=== design 1 ===
### Power grid, design 1

Drawn at 2 px/um. Pins as bars on the die edge.
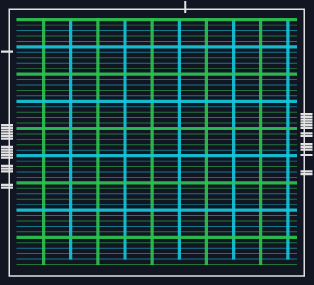

--- config.mk ---
export PLATFORM = sky130hd
export DESIGN_NAME = seg_display_ctrl
export DESIGN_NICKNAME = d
export VERILOG_FILES = /design/src/rtl/seg_display_ctrl.sv
export SDC_FILE = /design/constraint.sdc
export NUM_CORES = 1
export LEC_CHECK = 0
export CAP_MARGIN = 20
export CORE_ASPECT_RATIO = 0.9
export CORE_MARGIN = 3
export CORE_UTILIZATION = 31
export DETAILED_ROUTE_END_ITERATION = 10
export SLEW_MARGIN = 30
export SYNTH_ARGS = -nofsm -noshare
export SYNTH_HDL_FRONTEND = slang
export SYNTH_SLANG_ARGS = --single-unit
--- constraint.sdc ---
create_clock -name clk -period 4.52 [get_ports clk]
set_input_delay 1.356 -clock clk [delete_from_list [all_inputs] [get_ports clk]]
set_output_delay 1.356 -clock clk [all_outputs]
set_load 0.05 [all_outputs]
--- src/rtl/seg_display_ctrl.sv ---
// seg_display_ctrl: N-digit multiplexed 7-segment driver with sequential binary-to-BCD load.
// Optional SEG_DP_EN adds a decimal-point position input and active-low dp output.
module seg_display_ctrl #(
    parameter int NUM_DIGITS = 4,
    parameter int VALUE_W    = 14,
    parameter int SCAN_DIV   = 200000,
    parameter int BLINK_DIV  = 25000000,
    parameter int LZ_BLANK   = 1
) (
    input  logic                          clk,
    input  logic                          rst,
    input  logic [VALUE_W-1:0]            value,
    input  logic                          value_valid,
    output logic                          value_ready,
    input  logic [1:0]                    mode,
    input  logic                          blink,
`ifdef SEG_DP_EN
    input  logic [$clog2(NUM_DIGITS)-1:0] dp_pos,
    output logic                          dp,
`endif
    output logic [6:0]                    seg,
    output logic [NUM_DIGITS-1:0]         an
);
    localparam int BW = NUM_DIGITS * 4;
    localparam int IW = $clog2(NUM_DIGITS);
    localparam int CW = $clog2(VALUE_W + 1);
    localparam int SW = $clog2(SCAN_DIV);
    localparam int KW = $clog2(BLINK_DIV);
    localparam logic [63:0] MAX_VAL = 64'(10 ** NUM_DIGITS) - 64'd1;

    typedef enum logic [1:0] {IDLE, SHIFT, COMMIT} state_t;
    state_t state, state_nx;

    logic                  accept;
    logic [CW-1:0]         cnt;
    logic [VALUE_W-1:0]    bin;
    logic [BW-1:0]         bcd, bcd_adj, disp;
    logic                  ovf_pend, ovf;
    logic [SW-1:0]         scan_cnt;
    logic [IW-1:0]         idx;
    logic [KW-1:0]         blink_cnt;
    logic                  phase, hidden, lz_ok, blank_lz, run;
    logic [NUM_DIGITS-1:0] lz;
    logic [3:0]            nib;
    logic [6:0]            glyph;

    function automatic logic [6:0] dec_glyph(input logic [3:0] n);
        case (n)
            4'd0: return 7'b1000000;
            4'd1: return 7'b1111001;
            4'd2: return 7'b0100100;
            4'd3: return 7'b0110000;
            4'd4: return 7'b0011001;
            4'd5: return 7'b0010010;
            4'd6: return 7'b0000010;
            4'd7: return 7'b1111000;
            4'd8: return 7'b0000000;
            4'd9: return 7'b0011000;
            default: return 7'h7F;
        endcase
    endfunction

    function automatic logic [6:0] word_glyph(input logic [1:0] m, input int p);
        if (p > 3) return 7'h7F;
        case ({m, 2'(p)})
            4'b01_00: return 7'b0000110;
            4'b01_01: return 7'b0001000;
            4'b01_10: return 7'b0010010;
            4'b01_11: return 7'b0010001;
            4'b10_00: return 7'b0101111;
            4'b10_01: return 7'b0000110;
            4'b10_10: return 7'b0010000;
            4'b10_11: return 7'b1000001;
            4'b11_00: return 7'b0001001;
            4'b11_01: return 7'b0001000;
            4'b11_10: return 7'b0101111;
            4'b11_11: return 7'b0100001;
            default:  return 7'h7F;
        endcase
    endfunction

    always_ff @(posedge clk or posedge rst) begin
        if (rst) state <= IDLE;
        else     state <= state_nx;
    end

    always_comb begin
        value_ready = (state == IDLE);
        accept      = value_valid && value_ready;
        state_nx    = state == IDLE  ? (accept ? SHIFT : IDLE) :
                      state == SHIFT ? (cnt == CW'(VALUE_W - 1) ? COMMIT : SHIFT) : IDLE;
    end

    always_comb begin
        bcd_adj = bcd;
        for (int i = 0; i < NUM_DIGITS; i++)
            bcd_adj[4*i +: 4] = bcd[4*i +: 4] >= 4'd5 ? bcd[4*i +: 4] + 4'd3 : bcd[4*i +: 4];
    end

    // Carries out of the top nibble are dropped; they only occur for overflowed values.
    always_ff @(posedge clk or posedge rst) begin
        if (rst) begin
            cnt      <= '0;
            bin      <= '0;
            bcd      <= '0;
            disp     <= '0;
            ovf_pend <= 1'b0;
            ovf      <= 1'b0;
        end else begin
            if (accept) begin
                bin      <= value;
                bcd      <= '0;
                cnt      <= '0;
                ovf_pend <= 64'(value) > MAX_VAL;
            end
            if (state == SHIFT) begin
                {bcd, bin} <= {bcd_adj, bin} << 1;
                cnt        <= cnt + 1'b1;
            end
            if (state == COMMIT) begin
                disp <= bcd;
                ovf  <= ovf_pend;
            end
        end
    end

    always_ff @(posedge clk or posedge rst) begin
        if (rst) begin
            scan_cnt  <= '0;
            idx       <= '0;
            blink_cnt <= '0;
            phase     <= 1'b0;
        end else begin
            scan_cnt  <= scan_cnt == SW'(SCAN_DIV - 1) ? '0 : scan_cnt + 1'b1;
            blink_cnt <= blink_cnt == KW'(BLINK_DIV - 1) ? '0 : blink_cnt + 1'b1;
            if (scan_cnt == SW'(SCAN_DIV - 1))
                idx <= idx == IW'(NUM_DIGITS - 1) ? '0 : idx + 1'b1;
            if (blink_cnt == KW'(BLINK_DIV - 1))
                phase <= ~phase;
        end
    end

`ifdef SEG_DP_EN
    assign lz_ok = idx < dp_pos;
`else
    assign lz_ok = 1'b1;
`endif

    // lz[i]: every nibble from the leftmost position through position i is zero.
    always_comb begin
        run = 1'b1;
        lz  = '0;
        for (int i = 0; i < NUM_DIGITS; i++) begin
            run   = run && (disp[(NUM_DIGITS-1-i)*4 +: 4] == 4'd0);
            lz[i] = run;
        end
        nib      = disp[(NUM_DIGITS-1-int'(idx))*4 +: 4];
        hidden   = blink && phase;
        blank_lz = (LZ_BLANK != 0) && lz[idx] && (idx != IW'(NUM_DIGITS - 1)) && lz_ok;
        glyph    = hidden     ? 7'h7F :
                   mode != 0  ? word_glyph(mode, int'(idx)) :
                   ovf        ? 7'b0111111 :
                   blank_lz   ? 7'h7F : dec_glyph(nib);
    end

    always_ff @(posedge clk or posedge rst) begin
        if (rst) begin
            seg <= 7'h7F;
            an  <= '1;
        end else begin
            seg <= glyph;
            an  <= ~(NUM_DIGITS'(1) << idx);
        end
    end

`ifdef SEG_DP_EN
    always_ff @(posedge clk or posedge rst) begin
        if (rst) dp <= 1'b1;
        else     dp <= !(idx == dp_pos && mode == 2'd0 && !ovf && !hidden);
    end
`endif

endmodule
=== design 2 ===
==> config.mk <==
export PLATFORM = sky130hd
export DESIGN_NAME = alu_seq_ctrl
export DESIGN_NICKNAME = d
export VERILOG_FILES = /design/src/rtl/alu_seq_ctrl.sv
export SDC_FILE = /design/constraint.sdc
export NUM_CORES = 1
export LEC_CHECK = 0
export ABC_AREA = 1
export CAP_MARGIN = 20
export CELL_PAD_IN_SITES_DETAIL_PLACEMENT = 1
export CELL_PAD_IN_SITES_GLOBAL_PLACEMENT = 1
export CORE_MARGIN = 1
export CORE_UTILIZATION = 32
export CTS_BUF_LIST = sky130_fd_sc_hd__clkbuf_4
export DETAILED_ROUTE_END_ITERATION = 10
export GPL_TIMING_DRIVEN = 0
export PLACE_DENSITY_LB_ADDON = 0.1
export SLEW_MARGIN = 20
export SYNTH_ARGS = -nofsm -noshare
export SYNTH_HDL_FRONTEND = slang
export SYNTH_SLANG_ARGS = --single-unit
export TNS_END_PERCENT = 50
==> constraint.sdc <==
create_clock -name clk -period 2 [get_ports clk]
set_input_delay 0.4 -clock clk [delete_from_list [all_inputs] [get_ports clk]]
set_output_delay 0.4 -clock clk [all_outputs]
set_load 0.01 [all_outputs]
==> src/rtl/alu_seq_ctrl.sv <==
// Multi-cycle instruction sequencer for a 16-bit clocked ALU.
// Accepts one instruction in IDLE, issues op/a/b to the ALU, waits one cycle
// for the registered result, then writes it back and updates the zero flag.
module alu_seq_ctrl #(
    parameter int unsigned DATA_W  = 16,
    parameter bit          ZERO_R0 = 1'b1
) (
    input  logic              clk,
    input  logic              rst_n,
    input  logic [15:0]       instr_i,
    input  logic              instr_valid_i,
    output logic              instr_ready_o,
    output logic [2:0]        alu_op_o,
    output logic [DATA_W-1:0] alu_a_o,
    output logic [DATA_W-1:0] alu_b_o,
    input  logic [DATA_W-1:0] alu_out_i,
    input  logic              alu_z_i,
    output logic              zflag_o,
    output logic              done_o,
    input  logic [2:0]        dbg_sel_i,
    output logic [DATA_W-1:0] dbg_data_o
);

    typedef enum logic [1:0] {
        StIdle  = 2'd0,
        StIssue = 2'd1,
        StWb    = 2'd2
    } state_e;

    state_e state_q, state_d;

    logic [DATA_W-1:0] rf_q [8];
    logic [DATA_W-1:0] rf_rd [8];

    logic [2:0]        rd_q, rd_d;
    logic [2:0]        alu_op_q, alu_op_d;
    logic [DATA_W-1:0] alu_a_q, alu_a_d;
    logic [DATA_W-1:0] alu_b_q, alu_b_d;
    logic              zflag_q, zflag_d;
    logic              done_q, done_d;
    logic              rf_we;

    // Instruction fields
    logic [2:0]        dec_op;
    logic [2:0]        dec_rd;
    logic [2:0]        dec_ra;
    logic              dec_imm_sel;
    logic [2:0]        dec_rb;
    logic [DATA_W-1:0] dec_imm;

    // The ALU zero output lags the result by a cycle, so the flag is derived
    // from alu_out directly instead.
    logic unused_alu_z;
    assign unused_alu_z = alu_z_i;

    // Split the instruction word into its fields.
    always_comb begin
        dec_op      = instr_i[15:13];
        dec_rd      = instr_i[12:10];
        dec_ra      = instr_i[9:7];
        dec_imm_sel = instr_i[6];
        dec_rb      = instr_i[5:3];
        dec_imm     = DATA_W'(instr_i[5:0]);
    end

    // Read view of the register file with r0 optionally hardwired to zero.
    always_comb begin
        for (int i = 0; i < 8; i++) begin
            rf_rd[i] = (ZERO_R0 && (i == 0)) ? '0 : rf_q[i];
        end
    end

    // Next-state, operand capture and writeback control.
    always_comb begin
        state_d  = state_q;
        rd_d     = rd_q;
        alu_op_d = alu_op_q;
        alu_a_d  = alu_a_q;
        alu_b_d  = alu_b_q;
        zflag_d  = zflag_q;
        done_d   = 1'b0;
        rf_we    = 1'b0;

        unique case (state_q)
            StIdle: begin
                if (instr_valid_i) begin
                    state_d  = StIssue;
                    rd_d     = dec_rd;
                    alu_op_d = dec_op;
                    alu_a_d  = rf_rd[dec_ra];
                    alu_b_d  = dec_imm_sel ? dec_imm : rf_rd[dec_rb];
                end
            end
            StIssue: begin
                // Operands held; the ALU samples them at the end of this cycle.
                state_d = StWb;
            end
            StWb: begin
                state_d = StIdle;
                done_d  = 1'b1;
                // Flag tracks every result, including ones discarded into r0.
                zflag_d = (alu_out_i == '0);
                rf_we   = !(ZERO_R0 && (rd_q == 3'd0));
            end
            default: begin
                state_d = StIdle;
            end
        endcase
    end

    // Sequencer state and ALU-facing registers.
    always_ff @(posedge clk or negedge rst_n) begin
        if (!rst_n) begin
            state_q  <= StIdle;
            rd_q     <= '0;
            alu_op_q <= '0;
            alu_a_q  <= '0;
            alu_b_q  <= '0;
            zflag_q  <= 1'b0;
            done_q   <= 1'b0;
        end else begin
            state_q  <= state_d;
            rd_q     <= rd_d;
            alu_op_q <= alu_op_d;
            alu_a_q  <= alu_a_d;
            alu_b_q  <= alu_b_d;
            zflag_q  <= zflag_d;
            done_q   <= done_d;
        end
    end

    // Register file: cleared on reset, written once per completed instruction.
    always_ff @(posedge clk or negedge rst_n) begin
        if (!rst_n) begin
            for (int i = 0; i < 8; i++) begin
                rf_q[i] <= '0;
            end
        end else if (rf_we) begin
            rf_q[rd_q] <= alu_out_i;
        end
    end

    // Output drive.
    always_comb begin
        instr_ready_o = (state_q == StIdle);
        alu_op_o      = alu_op_q;
        alu_a_o       = alu_a_q;
        alu_b_o       = alu_b_q;
        zflag_o       = zflag_q;
        done_o        = done_q;
        dbg_data_o    = rf_rd[dbg_sel_i];
    end

endmodule

=== design 3 ===
`src/rtl/fifo_pkg.sv`:
```
// Shared definitions for the synchronous FIFO: operating modes and the
// width helper used for level and pointer sizing.
package fifo_pkg;

  localparam int FIFO_MODE_FWFT = 1;
  localparam int FIFO_MODE_REG  = 0;

  // Ceiling log2, minimum 1 bit wide for any value above 1.
  function automatic int clog2(input int value);
    int r;
    int v;
    r = 0;
    v = 1;
    while (v < value) begin
      v = v * 2;
      r = r + 1;
    end
    return r;
  endfunction

endpackage

```
`src/rtl/fifo_ram.sv`:
```
// FIFO storage: one synchronous write port, one asynchronous read port.
// Contents are intentionally not reset.
module fifo_ram
  import fifo_pkg::*;
#(
  parameter int DEPTH = 8,
  parameter int WIDTH = 8,
  localparam int AW = clog2(DEPTH)
) (
  input  logic             clk,
  input  logic             we,
  input  logic [AW-1:0]    waddr,
  input  logic [WIDTH-1:0] wdata,
  input  logic [AW-1:0]    raddr,
  output logic [WIDTH-1:0] rdata
);

  logic [WIDTH-1:0] mem [DEPTH];

  always_ff @(posedge clk) begin
    if (we) mem[waddr] <= wdata;
  end

  assign rdata = mem[raddr];

endmodule

```
`src/rtl/sync_fifo_ctl.sv`:
```
// Synchronous FIFO controller for any depth: pointers, level, threshold flags,
// sticky error flags and either first-word-fall-through or registered output.
module sync_fifo_ctl
  import fifo_pkg::*;
#(
  parameter int DEPTH    = 8,
  parameter int WIDTH    = 8,
  parameter int FWFT     = FIFO_MODE_FWFT,
  parameter int AF_LEVEL = DEPTH - 1,
  parameter int AE_LEVEL = 1,
  localparam int LW = clog2(DEPTH + 1)
) (
  input  logic             clk,
  input  logic             reset,
  input  logic             flush,
  input  logic             write,
  input  logic [WIDTH-1:0] write_data,
  input  logic             read,
  output logic [WIDTH-1:0] read_data,
  output logic             read_valid,
  output logic             full,
  output logic             empty,
  output logic             almost_full,
  output logic             almost_empty,
  output logic [LW-1:0]    level,
  output logic             overflow,
  output logic             underflow,
  input  logic             clear_err
);

  localparam int PW = clog2(DEPTH);

  logic [PW-1:0]    wr_ptr;
  logic [PW-1:0]    rd_ptr;
  logic             wr_acc;
  logic             rd_acc;
  logic [WIDTH-1:0] ram_rdata;

  // Pointers wrap explicitly so non power-of-two depths work.
  function automatic logic [PW-1:0] ptr_inc(input logic [PW-1:0] p);
    return (p == PW'(DEPTH - 1)) ? '0 : p + 1'b1;
  endfunction

  assign rd_acc = read & ~empty;
  assign wr_acc = write & (~full | rd_acc);

  assign full         = (level == LW'(DEPTH));
  assign empty        = (level == '0);
  assign almost_full  = (level >= LW'(AF_LEVEL));
  assign almost_empty = (level <= LW'(AE_LEVEL));

  always_ff @(posedge clk) begin
    if (reset || flush) begin
      wr_ptr <= '0;
      rd_ptr <= '0;
      level  <= '0;
    end else begin
      if (wr_acc) wr_ptr <= ptr_inc(wr_ptr);
      if (rd_acc) rd_ptr <= ptr_inc(rd_ptr);
      if (wr_acc && !rd_acc)      level <= level + 1'b1;
      else if (rd_acc && !wr_acc) level <= level - 1'b1;
    end
  end

  // A new error in the same cycle as clear_err must survive the clear.
  always_ff @(posedge clk) begin
    if (reset) begin
      overflow  <= 1'b0;
      underflow <= 1'b0;
    end else begin
      overflow  <= (write & ~wr_acc & ~flush) | (overflow & ~clear_err);
      underflow <= (read & ~rd_acc & ~flush) | (underflow & ~clear_err);
    end
  end

  fifo_ram #(
    .DEPTH (DEPTH),
    .WIDTH (WIDTH)
  ) u_ram (
    .clk   (clk),
    .we    (wr_acc & ~flush & ~reset),
    .waddr (wr_ptr),
    .wdata (write_data),
    .raddr (rd_ptr),
    .rdata (ram_rdata)
  );

  generate
    if (FWFT == FIFO_MODE_FWFT) begin : g_fwft
      assign read_data  = ram_rdata;
      assign read_valid = ~empty;
    end else begin : g_reg
      logic [WIDTH-1:0] data_q;
      logic             valid_q;

      always_ff @(posedge clk) begin
        if (reset) begin
          data_q  <= '0;
          valid_q <= 1'b0;
        end else begin
          valid_q <= rd_acc & ~flush;
          if (rd_acc && !flush) data_q <= ram_rdata;
        end
      end

      assign read_data  = data_q;
      assign read_valid = valid_q;
    end
  endgenerate

endmodule

```
`config.mk`:
```
export PLATFORM = sky130hd
export DESIGN_NAME = sync_fifo_ctl
export DESIGN_NICKNAME = d
export VERILOG_FILES = /design/src/rtl/fifo_pkg.sv /design/src/rtl/fifo_ram.sv /design/src/rtl/sync_fifo_ctl.sv
export SDC_FILE = /design/constraint.sdc
export NUM_CORES = 1
export LEC_CHECK = 0
export CAP_MARGIN = 25
export CELL_PAD_IN_SITES_DETAIL_PLACEMENT = 1
export CELL_PAD_IN_SITES_GLOBAL_PLACEMENT = 2
export CORE_MARGIN = 2
export CORE_UTILIZATION = 41
export DETAILED_ROUTE_END_ITERATION = 10
export PLACE_DENSITY_LB_ADDON = 0.1
export SYNTH_ARGS = -nofsm -noshare
export SYNTH_HDL_FRONTEND = slang
export SYNTH_SLANG_ARGS = --single-unit
```
`constraint.sdc`:
```
create_clock -name clk -period 2.8 [get_ports clk]
set_input_delay 0.42 -clock clk [delete_from_list [all_inputs] [get_ports clk]]
set_output_delay 0.42 -clock clk [all_outputs]
set_load 0.02 [all_outputs]
```
### Cell outlines without signal wires, design 1

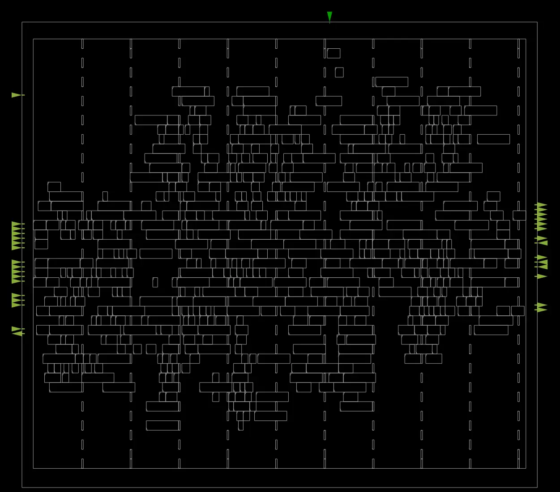
fin cells: 789
core area: 17200 um^2

### Placement by cell class, design 1

Drawn at 2 px/um. Fill, decap, tap and diode cells in grey.
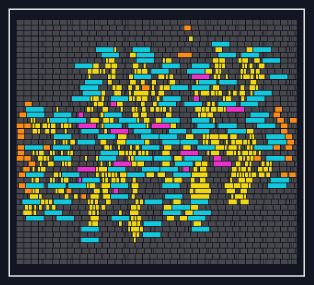
- remaining buffers and delay cells: orange (cells 35)
- combinational and other logic: yellow (cells 392)
- clock drivers and dummy loads: magenta (cells 16)
- sequential cells: cyan (cells 111)
# rows: 45
sequential share of cell area: 43.9%
final core utilization: 37.0%
design area: 6360 um^2

## Picture notes: 'Power grid' of design 1
- VDD: cyan
- VSS: green
- met5 straps: 9
- signal pins: 32
- met1 rails: 46
- rows: 45
- met4 straps: 10

==> Slide: Implementation Results, design 1 <==
Physical Implementation Snapshot

Clocking
  • Latency at later pin: around 0.34 ns
  • Number of post-CTS setup repair buffers: 0

Status
  • Outcome: completed

Logic synthesis
  • Basic Gates by Area: between 15 and 20%
  • Max-area cell share: roughly 45%
  • Yosys Instances: about 530
  • Number of enable flip-flop cells: 0
  • Avg Inst Size Synth: roughly 10 um^2
  • Synthesized cell area: 5530 um^2

Flow run
  • Tool warning count: 40

GRT
  • Total grt overflow: 0

Final timing
  • Final Skew: just under 0.008 ns

Finish
  • Share of post-route cells with drive strength above 1: under 10%
  • Ant. Diodes: 0
  • P&R area growth vs syn: 15.1%
  • Largest Register: blink_cnt
  • Combinational share of cell area: 40.2%

Routing
  • Post-Route WL: between 10000 and 15000 um
  • Residual DRC: 0
  • Via count: between 3000 and 4000

Setup path
  • RR Startpoint: idx[0]
  • Setup CP Type: register to output port
  • CP max FO: 4
  • CP max-delay cell: clkdlybuf4s50_1

Place
  • Dpl hpwl: 7770 um
  • Setup WS pre-CTS: 1.31 ns
  • GP Congestion: 0.818

Floorplan
  • Pre-placement core utilization: 32.2%

Power and ir drop
  • Flop pwr share: 45.7%
  • Int Power: about 2.0 mW
  • Pwr Density: between 400 and 500 nW/um^2
  • Combinational Power Share: 30.0%

Worst hold path
  • Hold path start: blink_cnt[4]
-- design 1: cell usage after synthesis, drive strengths merged (14+ instances only) --
cell,count
nor2,39
dfrtp,100
xor2,18
a21oi,14
o21ai,28
mux2,17
inv,20
nand2,55
xnor2,22
clkbuf,20
nand3,33
ha,23
-- design 1: through the flow --
| step | std cells | power [mW] |
|---|---|---|
| 3_3_place_gp | 772 | 2.31 |
| 2_1_floorplan | 527 | 2.10 |
| 6_report | 789 | 3.11 |
| 5_1_grt | 789 | 3.34 |
| 3_5_place_dp | 772 | 2.37 |
| 4_1_cts | 788 | 3.13 |
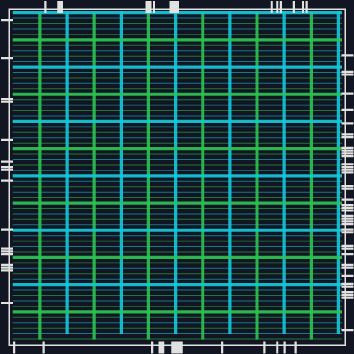
*Power grid, design 2*
Drawn at 2 px/um. Pins as bars on the die edge.
- VSS: green
- VDD: cyan
- met1 rails: 61
- met5 straps: 12
- rows: 60
- signal pins: 93
- met4 straps: 12
Die Ht: 167 um
core area: 26900 um^2
peak supply drop: 0.000440 V

==> Slide: Implementation Results, design 2 <==
Physical Implementation Snapshot

Status
  • Outcome: finished with violations
  • Failing checks: setup timing

Finish
  • Inverter count: about 87
  • Final core utilization: 40.0%
  • Clk cell area share: 2.90%
  • Flop area: ~3900 um^2

Routing
  • Highest metal used: met4
  • Pre-Repair DR Iteration Count: 5
  • Metal2 WL: around 16000 um

Floorplan
  • Pre-placement core utilization: 32.5%
  • # IOs: just over 90

Final timing
  • Final Skew: 0.0299 ns
  • # setup viols final: 16
  • Final WS setup: -0.148 ns
  • RSZ-0062 raised after global routing: yes

Logic synthesis
  • Xor+xnor area frac: 0%
  • Chip Area, Yosys: 8740 um^2
  • Primary FF master, synth: dfrtp_1
  • Synthesized cell area: 8740 um^2
  • Synth Instances: 1176
  • Yosys adder share: 0%

Power and ir drop
  • Comb pwr: about 5.6 mW
  • Pwr Density: roughly 1300 nW/um^2

Clocking
  • CTS buffer count: 17
  • Root Buffer: clkbuf_4
  • Clk buf depth: 2
  • Worst-path clk slew: around 0.16 ns

GRT
  • Vias in the first global route: 8859
  • Initial antenna violation count: 1

Setup path
  • CP max-delay cell: dfrtp_1
  • CP startpoint kind: register
  • CP Capture Type: output port
-- design 2: synth_stat cells (15+ instances only) --
cell,n
a21oi_1,124
a31oi_1,15
buf_2,32
clkbuf_1,43
dfrtp_1,154
inv_1,86
nand2_1,295
nand3_1,74
nor2_1,44
o211ai_1,23
o21ai_0,175
o21ai_1,33
o21ai_2,33
-- design 2: layer usage --
metal,global-route usage [%],vias up
li1,-,4268
met1,41.0,4437
met2,41.2,333
met3,4.54,45
met4,8.02,0
met5,0,-
### Power grid, design 3

Drawn at 4 px/um. Pins as bars on the die edge.
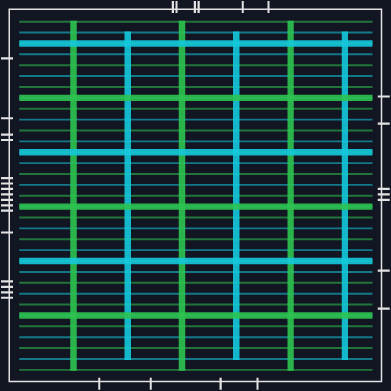
- VSS: green
- VDD: cyan
- signal pins: 33
- met1 rails: 33
- rows: 32
- met4 straps: 6
peak supply drop: 0.000262 V
Die Ht: 92.7 um

### Signal wires by layer, design 3

Drawn at 4 px/um. Only two layers are drawn.
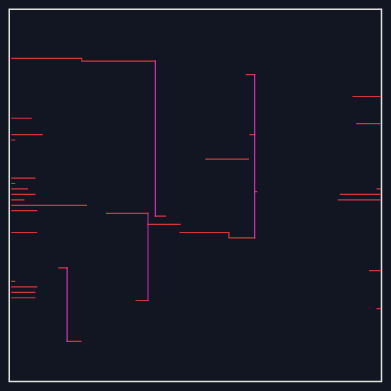
- metal 3: red (wire length 218 um)
- metal 4: magenta (wire length 120 um)

==> Slide: Implementation Results, design 3 <==
Physical Implementation Snapshot

Logic synthesis
  • Largest area contributor in the netlist: edfxtp_1
  • Top cells by count, synth: edfxtp_1, mux4_2, dfxtp_1
  • Number of enable flip-flop cells: between 60 and 70
  • Biggest area cells: edfxtp_1, mux4_2, dfxtp_1, ha_1, mux2_2
  • FFs w/ async S/R, synth: 0%
  • Syn_nets: between 200 and 250

Finish
  • P&R area growth vs syn: 21.4%
  • Largest register FFs: approximately 64
  • Top Layout Cells: edfxtp_1, clkdlybuf4s50_1, mux4_2
  • Fin nets: between 200 and 300

Place
  • Port-buffer cells: 32
  • GP Congestion: 0.806

Power and ir drop
  • Int Power: ~1.8 mW

Setup path
  • CP endpoint: read_data[3]
  • Reg2reg end: level[3]
  • CP arrival: between 2 and 2.5 ns
  • CP Cell Sequence: buf_12, mux4_2, mux2_2, clkdlybuf4s50_1
  • R2R cell count: 8

Worst hold path
  • Worst Hold Class: register to register
  • WHS Endpoint: underflow

Final timing
  • Final Skew: about 0.0082 ns
  • Slew Limit Headroom: between 60 and 70%

GRT
  • Tot GR Track Use: approximately 17%
  • Met1 GRT Util: approximately a fifth

Status
  • Outcome: completed

Routing
  • Pre-Repair DR Iteration Count: 4
  • Met3 WL: 218 um
  • Drt initial violations: 50

Floorplan
  • Width of the chip: between 90 and 100 um
==> design 3: logic make-up (layout without fill, tap and decap cells) <==
kind of cell,Yosys count,count (layout),share of synthesized area (%)
mux,26,26,14.6
buf+inv,14,65,2.29
compound gates,20,20,3.53
fa+ha+maj,8,8,3.10
simple gates,38,38,7.02
xor+xnor,2,2,0.543
flops,79,79,68.9
==> design 3: area by class of cell <==
type	instances	area [um^2]
Fill cell	769	3770
Sequential cell	79	2220
Multi-Input combinational cell	94	928
Timing Repair Buffer	43	418
Tap cell	102	128
Clock buffer	9	124
Clock inverter	7	71.3
Inverter	6	22.5


==> notes/layouts.md <==
Pictures saved along the way, in no particular order.

Routed clock nets over the placement.
shot_01.png
Drawn at 4 px/um.
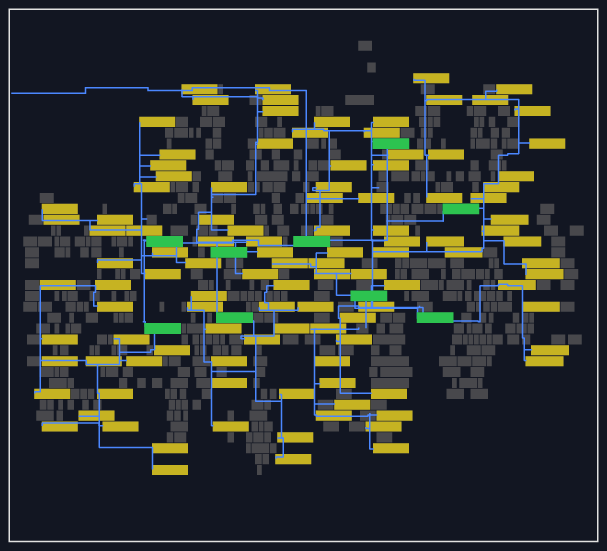
shot_02.png
Drawn at 6 px/um.
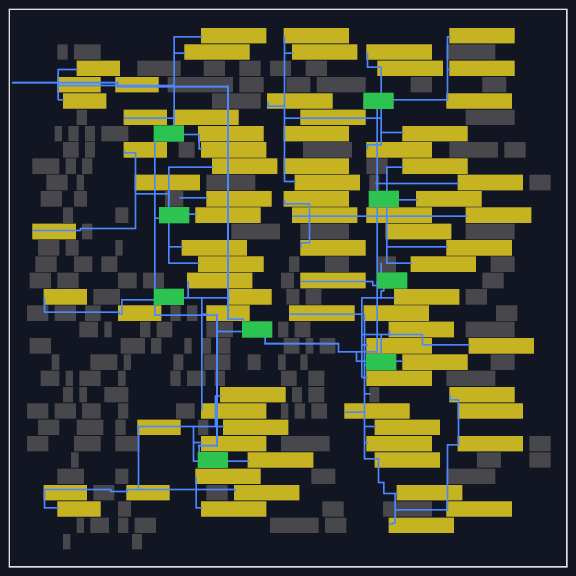
shot_03.png
Drawn at 3 px/um.
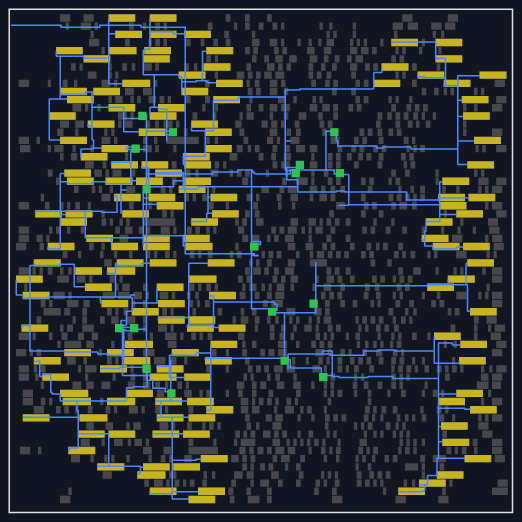
- shot_02.png = design 3
- shot_03.png = design 2
- shot_01.png = design 1
The one with the most sequential cells is shot_03.png.

Key to shot_01.png:
- clock drivers: green (count 9)
- clock wires: blue (length 1360 um)
- flip-flops: yellow (count 111)
- routed clock nets: 10

Power and IR drop assume default switching activity.
